# ---- design 1 ----
==> design_1/port_nets.png <==
(3 px per um)
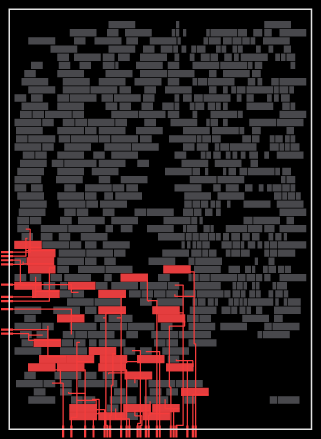
==> design_1/cell_classes.png <==
(3 px per um) Fill, decap, tap and diode cells in grey.
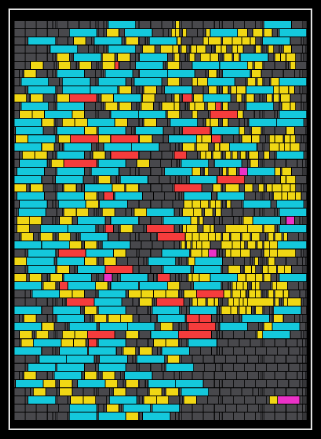
--- src/rtl/fp_pad_bridge.sv ---
// Pad-side front end for the FP adder core: assembles operands from a narrow pad
// bus, runs the core with a completion timeout, and returns the result on the same pads.
//
// state   | meaning
// --------+-----------------------------------------------------------
// S_IDLE  | pads are inputs; the first valid beat starts a new frame
// S_LOAD_A| shifting in operand A beats, MS beat first
// S_LOAD_B| shifting in operand B beats, MS beat first
// S_START | one-cycle core_start pulse, operands presented to the core
// S_WAIT  | waiting for core_done or timeout
// S_DRIVE | pads are outputs; each valid acknowledges one result beat
module fp_pad_bridge #(
  parameter int PAD_W   = 8,
  parameter int OP_W    = 32,
  parameter int TIMEOUT = 255
) (
  input  logic              wb_clk_i,
  input  logic              wb_rst_i,
  input  logic [PAD_W-1:0]  pad_in,
  input  logic              pad_valid_i,
  input  logic              pad_sync_i,
  output logic [PAD_W-1:0]  pad_out,
  output logic [PAD_W-1:0]  pad_oeb,
  output logic              pad_ready_o,
  output logic              busy_o,
  output logic              err_o,
  output logic [OP_W-1:0]   core_a,
  output logic [OP_W-1:0]   core_b,
  output logic              core_start,
  input  logic              core_done,
  input  logic [OP_W-1:0]   core_result
);

  localparam int BEATS = OP_W / PAD_W;
  localparam int CNT_W = $clog2(BEATS + 1);
  localparam int TMO_W = $clog2(TIMEOUT + 1);
  // B only needs to buffer BEATS-1 beats; the last one goes straight into core_b.
  localparam int RB_W  = (BEATS > 1) ? (OP_W - PAD_W) : 1;

  localparam logic [CNT_W-1:0] LAST_BEAT = CNT_W'(BEATS - 1);
  localparam logic [TMO_W-1:0] TMO_MAX   = TMO_W'(TIMEOUT);

  typedef enum logic [2:0] {
    S_IDLE,
    S_LOAD_A,
    S_LOAD_B,
    S_START,
    S_WAIT,
    S_DRIVE
  } state_t;

  state_t            r_state;
  logic [CNT_W-1:0]  r_cnt;
  logic [TMO_W-1:0]  r_tmo;
  logic [OP_W-1:0]   r_a;
  logic [RB_W-1:0]   r_b;
  logic [OP_W-1:0]   r_res;
  logic [OP_W-1:0]   r_core_a;
  logic [OP_W-1:0]   r_core_b;
  logic              r_start;
  logic              r_oeb;
  logic              r_ready;
  logic              r_busy;
  logic              r_err;

  logic [OP_W-1:0]   w_a_shift;
  logic [OP_W-1:0]   w_b_full;
  logic [RB_W-1:0]   w_b_shift;
  logic [OP_W-1:0]   w_res_shift;

  assign w_a_shift   = OP_W'({r_a, pad_in});
  assign w_b_full    = OP_W'({r_b, pad_in});
  assign w_b_shift   = RB_W'({r_b, pad_in});
  assign w_res_shift = OP_W'({r_res, {PAD_W{1'b0}}});

  assign pad_out     = r_res[OP_W-1 -: PAD_W];
  assign pad_oeb     = {PAD_W{r_oeb}};
  assign pad_ready_o = r_ready;
  assign busy_o      = r_busy;
  assign err_o       = r_err;
  assign core_a      = r_core_a;
  assign core_b      = r_core_b;
  assign core_start  = r_start;

  always_ff @(posedge wb_clk_i or posedge wb_rst_i) begin
    if (wb_rst_i) begin
      r_state  <= S_IDLE;
      r_cnt    <= '0;
      r_tmo    <= '0;
      r_a      <= '0;
      r_b      <= '0;
      r_res    <= '0;
      r_core_a <= '0;
      r_core_b <= '0;
      r_start  <= 1'b0;
      r_oeb    <= 1'b1;
      r_ready  <= 1'b1;
      r_busy   <= 1'b0;
      r_err    <= 1'b0;
    end else if (pad_sync_i) begin
      // Operands, core_a/core_b and err_o deliberately keep their values.
      r_state <= S_IDLE;
      r_cnt   <= '0;
      r_tmo   <= '0;
      r_res   <= '0;
      r_start <= 1'b0;
      r_oeb   <= 1'b1;
      r_ready <= 1'b1;
      r_busy  <= 1'b0;
    end else begin
      r_start <= 1'b0;
      case (r_state)
        S_IDLE: begin
          if (pad_valid_i) begin
            r_a   <= w_a_shift;
            r_err <= 1'b0;
            if (BEATS == 1) begin
              r_cnt   <= '0;
              r_state <= S_LOAD_B;
            end else begin
              r_cnt   <= CNT_W'(1);
              r_state <= S_LOAD_A;
            end
          end
        end
        S_LOAD_A: begin
          if (pad_valid_i) begin
            r_a <= w_a_shift;
            if (r_cnt == LAST_BEAT) begin
              r_cnt   <= '0;
              r_state <= S_LOAD_B;
            end else begin
              r_cnt <= r_cnt + 1'b1;
            end
          end
        end
        S_LOAD_B: begin
          if (pad_valid_i) begin
            if (r_cnt == LAST_BEAT) begin
              r_cnt    <= '0;
              r_core_a <= r_a;
              r_core_b <= w_b_full;
              r_start  <= 1'b1;
              r_ready  <= 1'b0;
              r_busy   <= 1'b1;
              r_state  <= S_START;
            end else begin
              r_b   <= w_b_shift;
              r_cnt <= r_cnt + 1'b1;
            end
          end
        end
        S_START: begin
          r_tmo   <= '0;
          r_state <= S_WAIT;
        end
        S_WAIT: begin
          // A done in the terminal-count cycle still wins over the timeout.
          if (core_done) begin
            r_res   <= core_result;
            r_oeb   <= 1'b0;
            r_state <= S_DRIVE;
          end else if (r_tmo == TMO_MAX) begin
            r_res   <= '1;
            r_err   <= 1'b1;
            r_oeb   <= 1'b0;
            r_state <= S_DRIVE;
          end else begin
            r_tmo <= r_tmo + 1'b1;
          end
        end
        S_DRIVE: begin
          if (pad_valid_i) begin
            if (r_cnt == LAST_BEAT) begin
              r_cnt   <= '0;
              r_res   <= '0;
              r_oeb   <= 1'b1;
              r_ready <= 1'b1;
              r_busy  <= 1'b0;
              r_state <= S_IDLE;
            end else begin
              r_res <= w_res_shift;
              r_cnt <= r_cnt + 1'b1;
            end
          end
        end
        default: begin
          r_state <= S_IDLE;
          r_cnt   <= '0;
          r_oeb   <= 1'b1;
          r_ready <= 1'b1;
          r_busy  <= 1'b0;
        end
      endcase
    end
  end

endmodule

--- config.mk ---
export PLATFORM = sky130hd
export DESIGN_NAME = fp_pad_bridge
export DESIGN_NICKNAME = d
export VERILOG_FILES = /design/src/rtl/fp_pad_bridge.sv
export SDC_FILE = /design/constraint.sdc
export NUM_CORES = 1
export LEC_CHECK = 0
export CAP_MARGIN = 20
export CORE_ASPECT_RATIO = 1.4
export CORE_UTILIZATION = 55
export DETAILED_ROUTE_END_ITERATION = 10
export DONT_BUFFER_PORTS = 1
export PLACE_DENSITY = 0.73
export SLEW_MARGIN = 10
export SYNTH_ARGS = -nofsm -noshare
export SYNTH_HDL_FRONTEND = slang
export SYNTH_SLANG_ARGS = --single-unit
--- constraint.sdc ---
create_clock -name wb_clk_i -period 5.37 [get_ports wb_clk_i]
set_clock_uncertainty 0.05 [all_clocks]
set_input_delay 1.074 -clock wb_clk_i [delete_from_list [all_inputs] [get_ports wb_clk_i]]
set_output_delay 1.074 -clock wb_clk_i [all_outputs]
set_load 0.01 [all_outputs]
==> flow_summary_export.csv <==
group,metric,value,unit
hold_path,hold_class,"reg -> reg",
synth,xor_area_frac,0,
synth,mux_area_frac,0.199,
synth,ys_ff,171,
power_and_ir_drop,switching_share,0.237,
outcome,run_status,"finished, final reports clean",
grt,antenna_found_initial,0,
synth,ys_types,49,
grt,overflow,0,
layout,layout_top_cell,"dfrtp_1",
detailed_routing,antenna_left,0,
floorplan,tapCellCount,178,
synth,adder_share,0.00337,
critical_path,worst-path-max-fanout,37,
synth,most_common_cell,"dfrtp_1",
critical_path,r2r_setup_slack,2.16,ns
timing,fin_tns_setup,0,ns
power_and_ir_drop,p_int,2.20,mW
hold_path,holdPathStages,2,
synth,common_cells,"dfrtp_1, mux2_2, nand3_1, o21ai_0, o31ai_1",
synth,ys_warn_count,0,
detailed_routing,dr.pass1.iters,5,
critical_path,cp_cell_sequence,"ha_1 > nor2b_1 > nand4_1 > nor2_4 > buf_4 > mux2_2",
timing,rsz0062_at_grt,"no",
layout,clkCellAreaFrac,0.0732,
critical_path,cp.depth,6,
layout,n_clock_buffer,18,
timing,fmax,312,MHz
power_and_ir_drop,powerComb,0.200,mW
placement,dp_slack,2.09,ns
timing,layout_min_cycle_time,3.21,ns
Notes on design_1/port_nets.png above:
red -> core_b  # bits 32, direction output, edge 22 bottom, 10 left, end cells 32, wire 896 um
IO Pins: 129
PortBufs: 0

Notes on design_1/cell_classes.png above:
red -> clock drivers and dummy loads  # cells 31
magenta -> other buffers and delay cells  # cells 5
cyan -> flip-flops  # cells 171
yellow -> all other logic  # cells 350
Seq area share: 0.533
CORE AREA: 13,000 um2
post-route cell area: 8030 um2


# ---- design 2 ----
==> design_2/clock_map.png <==
(6 px per um)
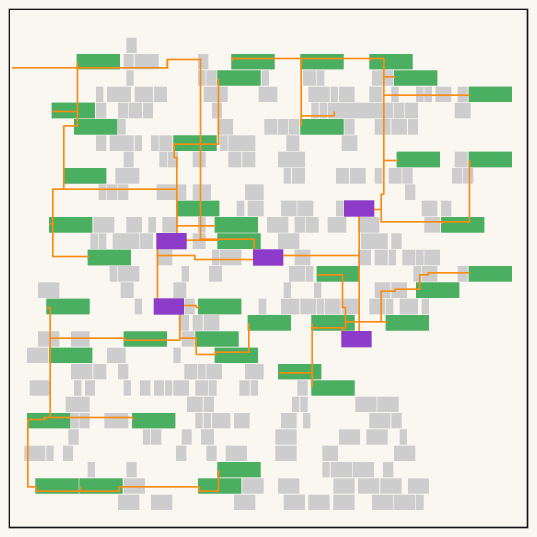
==> design_2/port_nets.png <==
(4 px per um)
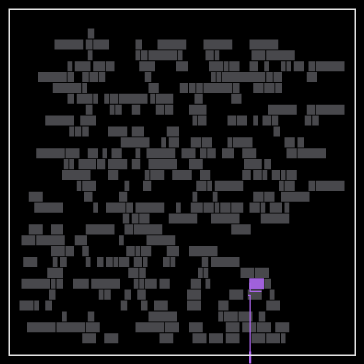
`src/rtl/spi_display_pkg.sv`:
```
`default_nettype none
// ----------------------------------------------------------------------------
// spi_display_pkg: job codes, pin bundle and ILI-style panel constants.
// Rev 1.0
// ----------------------------------------------------------------------------
package spi_display_pkg;

  typedef enum logic [1:0] {
    JOB_NONE  = 2'd0,
    JOB_INIT  = 2'd1,
    JOB_CLEAR = 2'd2,
    JOB_DRAW  = 2'd3
  } job_e;

  localparam int WIDTH  = 240;
  localparam int HEIGHT = 320;

  localparam logic [7:0] SWRESET    = 8'h01;
  localparam logic [7:0] SET_COLUMN = 8'h2A;
  localparam logic [7:0] SET_PAGE   = 8'h2B;
  localparam logic [7:0] WRITE_RAM  = 8'h2C;

  typedef struct packed {
    logic cs;
    logic dc;
    logic mosi;
  } pins_t;

  localparam pins_t PINS_IDLE = '{cs: 1'b1, dc: 1'b0, mosi: 1'b0};

endpackage
`default_nettype wire

```
`src/rtl/spi_display_sequencer_if.sv`:
```
`default_nettype none
// ----------------------------------------------------------------------------
// spi_display_sequencer_if: requests, engine handshakes, engine pins and panel pins.
// Rev 1.0
// ----------------------------------------------------------------------------
interface spi_display_sequencer_if;

  logic       i_req_clear;
  logic       i_req_draw;
  logic       o_start_init;
  logic       o_start_clear;
  logic       o_start_draw;
  logic       i_done_init;
  logic       i_done_clear;
  logic       i_done_draw;
  logic       i_mosi_init;
  logic       i_dc_init;
  logic       i_cs_init;
  logic       i_mosi_clear;
  logic       i_dc_clear;
  logic       i_cs_clear;
  logic       i_mosi_draw;
  logic       i_dc_draw;
  logic       i_cs_draw;
  logic       o_mosi;
  logic       o_dc;
  logic       o_cs;
  logic [1:0] o_job;
  logic       o_busy;
  logic       o_done;
  logic       o_err;
  logic       o_sub_rst;

  // Sequencer side
  modport slave (
    input  i_req_clear, i_req_draw,
    input  i_done_init, i_done_clear, i_done_draw,
    input  i_mosi_init, i_dc_init, i_cs_init,
    input  i_mosi_clear, i_dc_clear, i_cs_clear,
    input  i_mosi_draw, i_dc_draw, i_cs_draw,
    output o_start_init, o_start_clear, o_start_draw,
    output o_mosi, o_dc, o_cs,
    output o_job, o_busy, o_done, o_err, o_sub_rst
  );

  // Engines / requester side
  modport master (
    output i_req_clear, i_req_draw,
    output i_done_init, i_done_clear, i_done_draw,
    output i_mosi_init, i_dc_init, i_cs_init,
    output i_mosi_clear, i_dc_clear, i_cs_clear,
    output i_mosi_draw, i_dc_draw, i_cs_draw,
    input  o_start_init, o_start_clear, o_start_draw,
    input  o_mosi, o_dc, o_cs,
    input  o_job, o_busy, o_done, o_err, o_sub_rst
  );

endinterface
`default_nettype wire

```
`src/rtl/spi_display_sequencer_watchdog.sv`:
```
`default_nettype none
// ----------------------------------------------------------------------------
// spi_job_watchdog: saturating run-time counter, expire pulse at TIMEOUT-1.
// Rev 1.0
// ----------------------------------------------------------------------------
module spi_job_watchdog #(
  parameter int TIMEOUT = 50_000_000
) (
  input  logic i_clk,
  input  logic i_rst,
  input  logic i_clear,
  input  logic i_en,
  output logic o_expire
);

  localparam int CNT_W = (TIMEOUT > 1) ? $clog2(TIMEOUT) : 1;
  localparam logic [CNT_W-1:0] CNT_LAST = CNT_W'(TIMEOUT - 1);

  logic [CNT_W-1:0] cnt_q;

  always_ff @(posedge i_clk) begin
    if (i_rst || i_clear) begin
      cnt_q <= '0;
    end else if (i_en && (cnt_q != CNT_LAST)) begin
      cnt_q <= cnt_q + CNT_W'(1);
    end
  end

  assign o_expire = i_en && (cnt_q == CNT_LAST);

endmodule
`default_nettype wire

```
`src/rtl/spi_display_sequencer.sv`:
```
`default_nettype none
// ----------------------------------------------------------------------------
// spi_display_sequencer: queues init/clear/draw jobs, grants one engine at a time.
// Rev 1.0
// ----------------------------------------------------------------------------
module spi_display_sequencer
  import spi_display_pkg::*;
#(
  parameter int TIMEOUT    = 50_000_000,
  parameter int GAP_CYCLES = 2,
  parameter int AUTO_INIT  = 1
) (
  input  logic                   i_clk,
  input  logic                   i_rst,
  spi_display_sequencer_if.slave bus
);

  typedef enum logic [1:0] {
    ST_IDLE = 2'd0,
    ST_RUN  = 2'd1,
    ST_GAP  = 2'd2
  } state_e;

  localparam int GAP_W = (GAP_CYCLES > 1) ? $clog2(GAP_CYCLES) : 1;
  localparam logic [GAP_W-1:0] GAP_LAST = GAP_W'(GAP_CYCLES - 1);

  state_e           state_q;
  job_e             job_q;
  job_e             grant_job;
  logic [GAP_W-1:0] gap_q;
  logic             pend_init_q, pend_clear_q, pend_draw_q;
  logic             pend_init_d, pend_clear_d, pend_draw_d;
  logic             init_ok_q;
  logic             start_init_q, start_clear_q, start_draw_q;
  logic             done_q, err_q, sub_rst_q;
  logic             job_done;
  logic             wd_expire;
  logic             abort;
  pins_t            pins;

  // Clear/draw wait for a completed init; init always wins.
  always_comb begin
    grant_job = JOB_NONE;
    if (state_q == ST_IDLE) begin
      if (pend_init_q)                    grant_job = JOB_INIT;
      else if (init_ok_q && pend_clear_q) grant_job = JOB_CLEAR;
      else if (init_ok_q && pend_draw_q)  grant_job = JOB_DRAW;
    end
  end

  always_comb begin
    job_done = 1'b0;
    pins     = PINS_IDLE;
    case (job_q)
      JOB_INIT: begin
        job_done = bus.i_done_init;
        pins     = '{cs: bus.i_cs_init, dc: bus.i_dc_init, mosi: bus.i_mosi_init};
      end
      JOB_CLEAR: begin
        job_done = bus.i_done_clear;
        pins     = '{cs: bus.i_cs_clear, dc: bus.i_dc_clear, mosi: bus.i_mosi_clear};
      end
      JOB_DRAW: begin
        job_done = bus.i_done_draw;
        pins     = '{cs: bus.i_cs_draw, dc: bus.i_dc_draw, mosi: bus.i_mosi_draw};
      end
      default: begin
        job_done = 1'b0;
        pins     = PINS_IDLE;
      end
    endcase
  end

  assign abort = (state_q == ST_RUN) && !job_done && wd_expire;

  // A request on the grant edge keeps the flag set so the job reruns.
  assign pend_init_d  = (pend_init_q && (grant_job != JOB_INIT)) || (abort && (job_q == JOB_INIT));
  assign pend_clear_d = (pend_clear_q && (grant_job != JOB_CLEAR)) || bus.i_req_clear;
  assign pend_draw_d  = (pend_draw_q && (grant_job != JOB_DRAW)) || bus.i_req_draw;

  spi_job_watchdog #(
    .TIMEOUT (TIMEOUT)
  ) u_watchdog (
    .i_clk    (i_clk),
    .i_rst    (i_rst),
    .i_clear  (grant_job != JOB_NONE),
    .i_en     (state_q == ST_RUN),
    .o_expire (wd_expire)
  );

  always_ff @(posedge i_clk) begin
    if (i_rst) begin
      state_q       <= ST_IDLE;
      job_q         <= JOB_NONE;
      gap_q         <= '0;
      pend_init_q   <= (AUTO_INIT != 0);
      pend_clear_q  <= 1'b0;
      pend_draw_q   <= 1'b0;
      init_ok_q     <= 1'b0;
      start_init_q  <= 1'b0;
      start_clear_q <= 1'b0;
      start_draw_q  <= 1'b0;
      done_q        <= 1'b0;
      err_q         <= 1'b0;
      sub_rst_q     <= 1'b0;
    end else begin
      pend_init_q  <= pend_init_d;
      pend_clear_q <= pend_clear_d;
      pend_draw_q  <= pend_draw_d;
      done_q       <= 1'b0;
      err_q        <= 1'b0;
      sub_rst_q    <= 1'b0;
      case (state_q)
        ST_IDLE: begin
          if (grant_job != JOB_NONE) begin
            job_q         <= grant_job;
            start_init_q  <= (grant_job == JOB_INIT);
            start_clear_q <= (grant_job == JOB_CLEAR);
            start_draw_q  <= (grant_job == JOB_DRAW);
            state_q       <= ST_RUN;
          end
        end
        ST_RUN: begin
          if (job_done || wd_expire) begin
            job_q         <= JOB_NONE;
            start_init_q  <= 1'b0;
            start_clear_q <= 1'b0;
            start_draw_q  <= 1'b0;
            gap_q         <= GAP_LAST;
            state_q       <= ST_GAP;
            if (job_done) begin
              done_q <= 1'b1;
              if (job_q == JOB_INIT) init_ok_q <= 1'b1;
            end else begin
              err_q     <= 1'b1;
              sub_rst_q <= 1'b1;
            end
          end
        end
        ST_GAP: begin
          if (gap_q == '0) state_q <= ST_IDLE;
          else             gap_q   <= gap_q - GAP_W'(1);
        end
        default: begin
          state_q <= ST_IDLE;
          job_q   <= JOB_NONE;
        end
      endcase
    end
  end

  assign bus.o_start_init  = start_init_q;
  assign bus.o_start_clear = start_clear_q;
  assign bus.o_start_draw  = start_draw_q;
  assign bus.o_job         = job_q;
  assign bus.o_busy        = (state_q != ST_IDLE);
  assign bus.o_done        = done_q;
  assign bus.o_err         = err_q;
  assign bus.o_sub_rst     = sub_rst_q;
  assign bus.o_cs          = pins.cs;
  assign bus.o_dc          = pins.dc;
  assign bus.o_mosi        = pins.mosi;

endmodule
`default_nettype wire

```
`src/flat_wrapper.sv`:
```
// flat-port wrapper written by rule: the top's interface ports become plain ports
module spi_display_sequencer_flat import spi_display_pkg::*;
#(
  parameter int TIMEOUT    = 50_000_000,
  parameter int GAP_CYCLES = 2,
  parameter int AUTO_INIT  = 1
)
  (i_clk, i_rst, bus_i_req_clear, bus_i_req_draw, bus_i_done_init, bus_i_done_clear, bus_i_done_draw, bus_i_mosi_init, bus_i_dc_init, bus_i_cs_init, bus_i_mosi_clear, bus_i_dc_clear, bus_i_cs_clear, bus_i_mosi_draw, bus_i_dc_draw, bus_i_cs_draw, bus_o_start_init, bus_o_start_clear, bus_o_start_draw, bus_o_mosi, bus_o_dc, bus_o_cs, bus_o_job, bus_o_busy, bus_o_done, bus_o_err, bus_o_sub_rst);
  spi_display_sequencer_if bus_i ();
  input  logic i_clk;
  input  logic i_rst;
  input wire logic [$bits(bus_i.i_req_clear)-1:0] bus_i_req_clear;
  input wire logic [$bits(bus_i.i_req_draw)-1:0] bus_i_req_draw;
  input wire logic [$bits(bus_i.i_done_init)-1:0] bus_i_done_init;
  input wire logic [$bits(bus_i.i_done_clear)-1:0] bus_i_done_clear;
  input wire logic [$bits(bus_i.i_done_draw)-1:0] bus_i_done_draw;
  input wire logic [$bits(bus_i.i_mosi_init)-1:0] bus_i_mosi_init;
  input wire logic [$bits(bus_i.i_dc_init)-1:0] bus_i_dc_init;
  input wire logic [$bits(bus_i.i_cs_init)-1:0] bus_i_cs_init;
  input wire logic [$bits(bus_i.i_mosi_clear)-1:0] bus_i_mosi_clear;
  input wire logic [$bits(bus_i.i_dc_clear)-1:0] bus_i_dc_clear;
  input wire logic [$bits(bus_i.i_cs_clear)-1:0] bus_i_cs_clear;
  input wire logic [$bits(bus_i.i_mosi_draw)-1:0] bus_i_mosi_draw;
  input wire logic [$bits(bus_i.i_dc_draw)-1:0] bus_i_dc_draw;
  input wire logic [$bits(bus_i.i_cs_draw)-1:0] bus_i_cs_draw;
  output wire logic [$bits(bus_i.o_start_init)-1:0] bus_o_start_init;
  output wire logic [$bits(bus_i.o_start_clear)-1:0] bus_o_start_clear;
  output wire logic [$bits(bus_i.o_start_draw)-1:0] bus_o_start_draw;
  output wire logic [$bits(bus_i.o_mosi)-1:0] bus_o_mosi;
  output wire logic [$bits(bus_i.o_dc)-1:0] bus_o_dc;
  output wire logic [$bits(bus_i.o_cs)-1:0] bus_o_cs;
  output wire logic [$bits(bus_i.o_job)-1:0] bus_o_job;
  output wire logic [$bits(bus_i.o_busy)-1:0] bus_o_busy;
  output wire logic [$bits(bus_i.o_done)-1:0] bus_o_done;
  output wire logic [$bits(bus_i.o_err)-1:0] bus_o_err;
  output wire logic [$bits(bus_i.o_sub_rst)-1:0] bus_o_sub_rst;
  assign bus_i.i_req_clear = bus_i_req_clear;
  assign bus_i.i_req_draw = bus_i_req_draw;
  assign bus_i.i_done_init = bus_i_done_init;
  assign bus_i.i_done_clear = bus_i_done_clear;
  assign bus_i.i_done_draw = bus_i_done_draw;
  assign bus_i.i_mosi_init = bus_i_mosi_init;
  assign bus_i.i_dc_init = bus_i_dc_init;
  assign bus_i.i_cs_init = bus_i_cs_init;
  assign bus_i.i_mosi_clear = bus_i_mosi_clear;
  assign bus_i.i_dc_clear = bus_i_dc_clear;
  assign bus_i.i_cs_clear = bus_i_cs_clear;
  assign bus_i.i_mosi_draw = bus_i_mosi_draw;
  assign bus_i.i_dc_draw = bus_i_dc_draw;
  assign bus_i.i_cs_draw = bus_i_cs_draw;
  assign bus_o_start_init = bus_i.o_start_init;
  assign bus_o_start_clear = bus_i.o_start_clear;
  assign bus_o_start_draw = bus_i.o_start_draw;
  assign bus_o_mosi = bus_i.o_mosi;
  assign bus_o_dc = bus_i.o_dc;
  assign bus_o_cs = bus_i.o_cs;
  assign bus_o_job = bus_i.o_job;
  assign bus_o_busy = bus_i.o_busy;
  assign bus_o_done = bus_i.o_done;
  assign bus_o_err = bus_i.o_err;
  assign bus_o_sub_rst = bus_i.o_sub_rst;
  spi_display_sequencer #(.TIMEOUT(TIMEOUT), .GAP_CYCLES(GAP_CYCLES), .AUTO_INIT(AUTO_INIT)) u_core (.i_clk(i_clk), .i_rst(i_rst), .bus(bus_i));
endmodule
```
`config.mk`:
```
export PLATFORM = sky130hd
export DESIGN_NAME = spi_display_sequencer_flat
export DESIGN_NICKNAME = d
export VERILOG_FILES = /design/src/rtl/spi_display_pkg.sv /design/src/rtl/spi_display_sequencer_if.sv /design/src/rtl/spi_display_sequencer_watchdog.sv /design/src/rtl/spi_display_sequencer.sv /design/src/flat_wrapper.sv
export SDC_FILE = /design/constraint.sdc
export NUM_CORES = 1
export LEC_CHECK = 0
export ABC_AREA = 0
export CAP_MARGIN = 20
export CORE_MARGIN = 2
export CORE_UTILIZATION = 31
export CTS_CLUSTER_DIAMETER = 120
export DETAILED_ROUTE_END_ITERATION = 8
export PLACE_DENSITY_LB_ADDON = 0.08
export SETUP_SLACK_MARGIN = 0.4
export SYNTH_ARGS = -nofsm -noshare
export SYNTH_HDL_FRONTEND = slang
export SYNTH_HIERARCHICAL = 1
export SYNTH_SLANG_ARGS = --single-unit
```
`constraint.sdc`:
```
create_clock -name i_clk -period 5.78 [get_ports i_clk]
set_input_delay 0.867 -clock i_clk [delete_from_list [all_inputs] [get_ports i_clk]]
set_output_delay 0.867 -clock i_clk [all_outputs]
set_load 0.01 [all_outputs]
```
==> flow_summary_export.csv <==
group,metric,value,unit
synth,ys_sh_aoi,0.207,
critical_path,cp.depth,4,
layout,flops,40,
power_and_ir_drop,power-top-group,"sequential cells",
layout,sh_seq_area,0.318,
outcome,run_status,"finished, final reports clean",
synth,async_flop_share,0,
critical_path,slowest_stage,"clkdlybuf4s50_1",
layout,fillers,654,
synth,syn_area_per_cell,8.26,um2
grt,grt_max_degree,23,
grt,grt-busiest-layer,"met1",
layout,post_route_cells_drive_above_1_share,0.0797,
synth,common_cells,"dfxtp_1, nand2_1, a21oi_1, nor2_1, or4_1",
floorplan,tapCellCount,77,
layout,clkCellAreaFrac,0.0482,
clock_network,ctsLongestPathBuffers,2,
floorplan,die_h,86.1,um
Notes on design_2/clock_map.png above:
green -> flip-flops  # count 40
purple -> cells driving clock nets  # count 5
orange -> clock wires  # length 583 um
routed clock nets = 6
flops lie = all over the die
worst clock skew: 0.0124 ns
Latency at later pin: 0.29 ns
clock network power share: 0.378

Notes on design_2/port_nets.png above:
purple -> bus_i_dc_init  # bits 1, direction input, edge bottom, end cells 1, wire 19.7 um


# ---- design 3 ----
==> design_3/port_nets.png <==
(1.5 px per um)
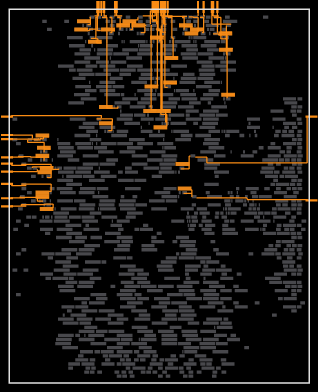
==> design_3/clock_map.png <==
(2 px per um)
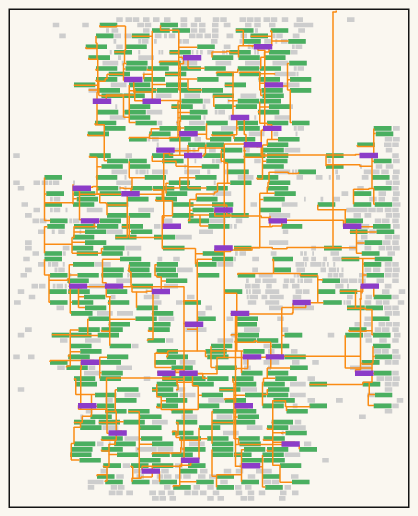
==> design_3/met2.png <==
(2 px per um)
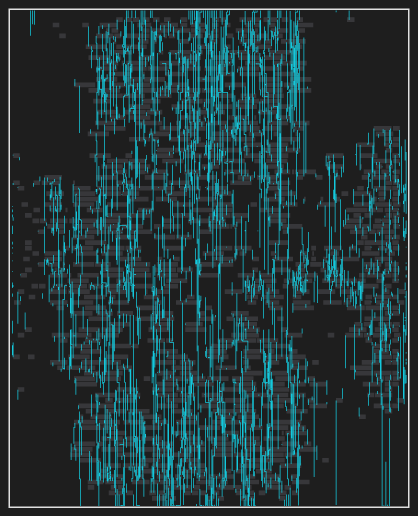
## config.mk

```make
export PLATFORM = sky130hd
export DESIGN_NAME = psram_wbuf
export DESIGN_NICKNAME = d
export VERILOG_FILES = /design/src/rtl/psram_wbuf.sv
export SDC_FILE = /design/constraint.sdc
export NUM_CORES = 1
export LEC_CHECK = 0
export CAP_MARGIN = 30
export CORE_ASPECT_RATIO = 1.25
export CORE_UTILIZATION = 30
export CTS_BUF_LIST = sky130_fd_sc_hd__clkbuf_8 sky130_fd_sc_hd__clkbuf_16
export DETAILED_ROUTE_END_ITERATION = 7
export PLACE_DENSITY = 0.59
export SLEW_MARGIN = 15
export SYNTH_ARGS = -nofsm -noshare
export SYNTH_HDL_FRONTEND = slang
export SYNTH_SLANG_ARGS = --single-unit
```

## constraint.sdc

```tcl
create_clock -name sys_clk -period 3.8 [get_ports sys_clk]
set_input_delay 0.76 -clock sys_clk [delete_from_list [all_inputs] [get_ports sys_clk]]
set_output_delay 0.76 -clock sys_clk [all_outputs]
set_load 0.005 [all_outputs]
```

## src/rtl/psram_wbuf.sv

```systemverilog
// psram_wbuf: posted-write buffer in front of the psram controller.
// Writes ack after one cycle and drain in order; reads wait behind them.
module psram_wbuf #(
  parameter int depth     = 4,
  parameter int adr_width = 32
) (
  input  logic                 sys_clk,
  input  logic                 sys_rst_n,
  input  logic [adr_width-1:0] s_wb_adr_i,
  input  logic [31:0]          s_wb_dat_i,
  output logic [31:0]          s_wb_dat_o,
  input  logic [3:0]           s_wb_sel_i,
  input  logic                 s_wb_stb_i,
  input  logic                 s_wb_cyc_i,
  input  logic                 s_wb_we_i,
  output logic                 s_wb_ack_o,
  output logic [adr_width-1:0] m_wb_adr_o,
  output logic [31:0]          m_wb_dat_o,
  input  logic [31:0]          m_wb_dat_i,
  output logic [3:0]           m_wb_sel_o,
  output logic                 m_wb_stb_o,
  output logic                 m_wb_cyc_o,
  output logic                 m_wb_we_o,
  input  logic                 m_wb_ack_i,
  output logic                 wbuf_empty
);
  localparam int pw = $clog2(depth);
  localparam int cw = pw + 1;
  localparam logic [cw-1:0] full = cw'(depth);

  typedef enum logic [1:0] {
    IDLE,
    WR,
    RD,
    GAP
  } state_t;

  state_t state, state_n;

  logic [adr_width-1:0] fifo_adr [depth];
  logic [31:0]          fifo_dat [depth];
  logic [3:0]           fifo_sel [depth];

  logic [pw-1:0] wr_ptr, rd_ptr;
  logic [cw-1:0] count, count_n;
  logic          lock;
  logic          req, push, pop;
  logic          go_wr, go_rd, rd_done;

  // Lockout spans the ack cycle and the one after it.
  assign req  = s_wb_stb_i & s_wb_cyc_i & ~s_wb_ack_o & ~lock;
  assign push = req & s_wb_we_i & (count < full);

  always_comb begin
    state_n = state;
    pop     = 1'b0;
    go_wr   = 1'b0;
    go_rd   = 1'b0;
    rd_done = 1'b0;
    unique case (state)
      IDLE: begin
        if (count != '0) begin
          go_wr   = 1'b1;
          state_n = WR;
        end else if (req & ~s_wb_we_i) begin
          go_rd   = 1'b1;
          state_n = RD;
        end
      end
      WR: begin
        if (m_wb_ack_i) begin
          pop     = 1'b1;
          state_n = GAP;
        end
      end
      RD: begin
        if (m_wb_ack_i) begin
          rd_done = 1'b1;
          state_n = GAP;
        end
      end
      GAP:     state_n = IDLE;
      default: state_n = IDLE;
    endcase
    count_n = count;
    if (push & ~pop) count_n = count + cw'(1);
    else if (pop & ~push) count_n = count - cw'(1);
  end

  always_ff @(posedge sys_clk or negedge sys_rst_n) begin
    if (!sys_rst_n) state <= IDLE;
    else            state <= state_n;
  end

  always_ff @(posedge sys_clk) begin
    if (push) begin
      fifo_adr[wr_ptr] <= s_wb_adr_i;
      fifo_dat[wr_ptr] <= s_wb_dat_i;
      fifo_sel[wr_ptr] <= s_wb_sel_i;
    end
  end

  always_ff @(posedge sys_clk or negedge sys_rst_n) begin
    if (!sys_rst_n) begin
      wr_ptr     <= '0;
      rd_ptr     <= '0;
      count      <= '0;
      lock       <= 1'b0;
      s_wb_ack_o <= 1'b0;
      s_wb_dat_o <= '0;
      m_wb_adr_o <= '0;
      m_wb_dat_o <= '0;
      m_wb_sel_o <= '0;
      m_wb_stb_o <= 1'b0;
      m_wb_cyc_o <= 1'b0;
      m_wb_we_o  <= 1'b0;
      wbuf_empty <= 1'b1;
    end else begin
      count      <= count_n;
      lock       <= s_wb_ack_o;
      s_wb_ack_o <= push | (rd_done & s_wb_cyc_i);
      wbuf_empty <= (count_n == '0) & (state_n == IDLE);
      if (push) wr_ptr <= wr_ptr + pw'(1);
      if (pop)  rd_ptr <= rd_ptr + pw'(1);
      if (rd_done) s_wb_dat_o <= m_wb_dat_i;
      if (go_wr) begin
        m_wb_adr_o <= fifo_adr[rd_ptr];
        m_wb_dat_o <= fifo_dat[rd_ptr];
        m_wb_sel_o <= fifo_sel[rd_ptr];
        m_wb_cyc_o <= 1'b1;
        m_wb_stb_o <= 1'b1;
        m_wb_we_o  <= 1'b1;
      end else if (go_rd) begin
        m_wb_adr_o <= s_wb_adr_i;
        m_wb_sel_o <= s_wb_sel_i;
        m_wb_cyc_o <= 1'b1;
        m_wb_stb_o <= 1'b1;
        m_wb_we_o  <= 1'b0;
      end else if (pop | rd_done) begin
        m_wb_cyc_o <= 1'b0;
        m_wb_stb_o <= 1'b0;
        m_wb_we_o  <= 1'b0;
      end
    end
  end
endmodule

```

==> flow_summary_export.csv <==
group,metric,value,unit
outcome,run_status,"finished, final reports clean",
layout,largestClassByArea,"flip-flops and latches",
synth,synth_top_area_share,0.561,
layout,layout.area.comb,3360,um2
critical_path,cp_cell_sequence,"clkdlybuf4s50_1 > nand4bb_1 > nor3b_2 > and2_4 > buf_12",
detailed_routing,dr.max_layer_used,"met5",
timing,setup_violations,0,
timing,slew_viol_final,0,
timing,period_used_share,0.653,
synth,ys_types,30,
layout,n_clock_buffer,44,
detailed_routing,met2_length,15900,um
timing,layout_min_cycle_time,2.48,ns
synth,xor_area_frac,0.00361,
placement,dp_cells,1548,
floorplan,fp.coreArea,47500,um2
clock_network,clk_transition_reported_paths,0.06,ns
placement,io_buffers,210,
run,warning_count,33,
timing,max_slew_margin,0.500,
critical_path,r2r_end,"m_wb_adr_o[30]",
power_and_ir_drop,cellPowerDensity,732,nW/um2
run,cap_viol_max_count,0,
layout,sh_seq_area,0.581,
layout,layout_top_cell,"edfxtp_1",
critical_path,crit_buf_inv,2,
clock_network,cts_tree,"done",
detailed_routing,route.vias.total,7359,
power_and_ir_drop,p_clk,4.07,mW
layout,inv_count,7,
critical_path,cpPeakStageDelay,0.49,ns
timing,whs,0.133,ns
grt,use_met3,0.0267,
synth,syn_area_per_cell,20.2,um2
floorplan,fp.dieW,199,um
power_and_ir_drop,p_switching,3.68,mW
About design_3/port_nets.png:
orange -> m_wb_adr_o  # bits 32, direction output, edge 21 top, 9 left, 2 right, end cells 32, wire 1,470 um

About design_3/clock_map.png:
purple -> cells driving clock nets  # count 41
green -> flip-flops  # count 386
orange -> clock wires  # length 4,830 um
routed clock nets = 42

About design_3/met2.png:
main direction = vertical
longest straight run = 97.6 um
nets with wire on the layer = 961
share of all routed wire = 50%
wire length on this layer = 15,900 um



==> notes/layouts.md <==
Pictures saved along the way, in no particular order.

Clock nets.
(a)
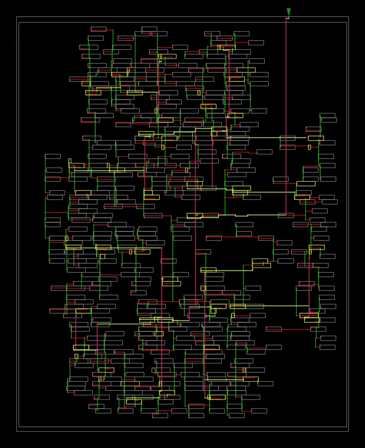
(b)
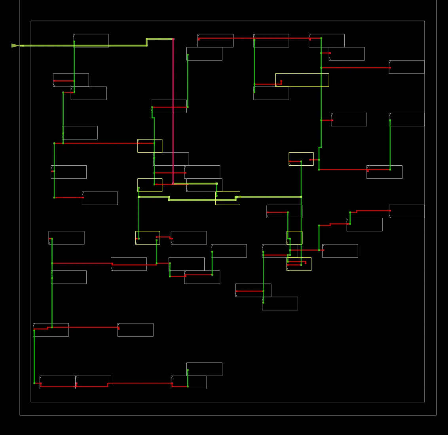
(c)
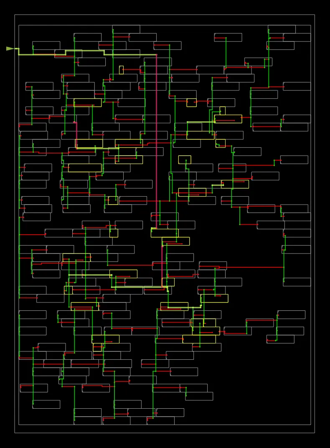
The one with the fewest clock buffers is (b).
The one with the most sequential cells is (a).
Design 1 is (c).
Design 3 is (a).
Design 2 is (b).

No activity file was given, so power comes from the tool's default toggle rates.
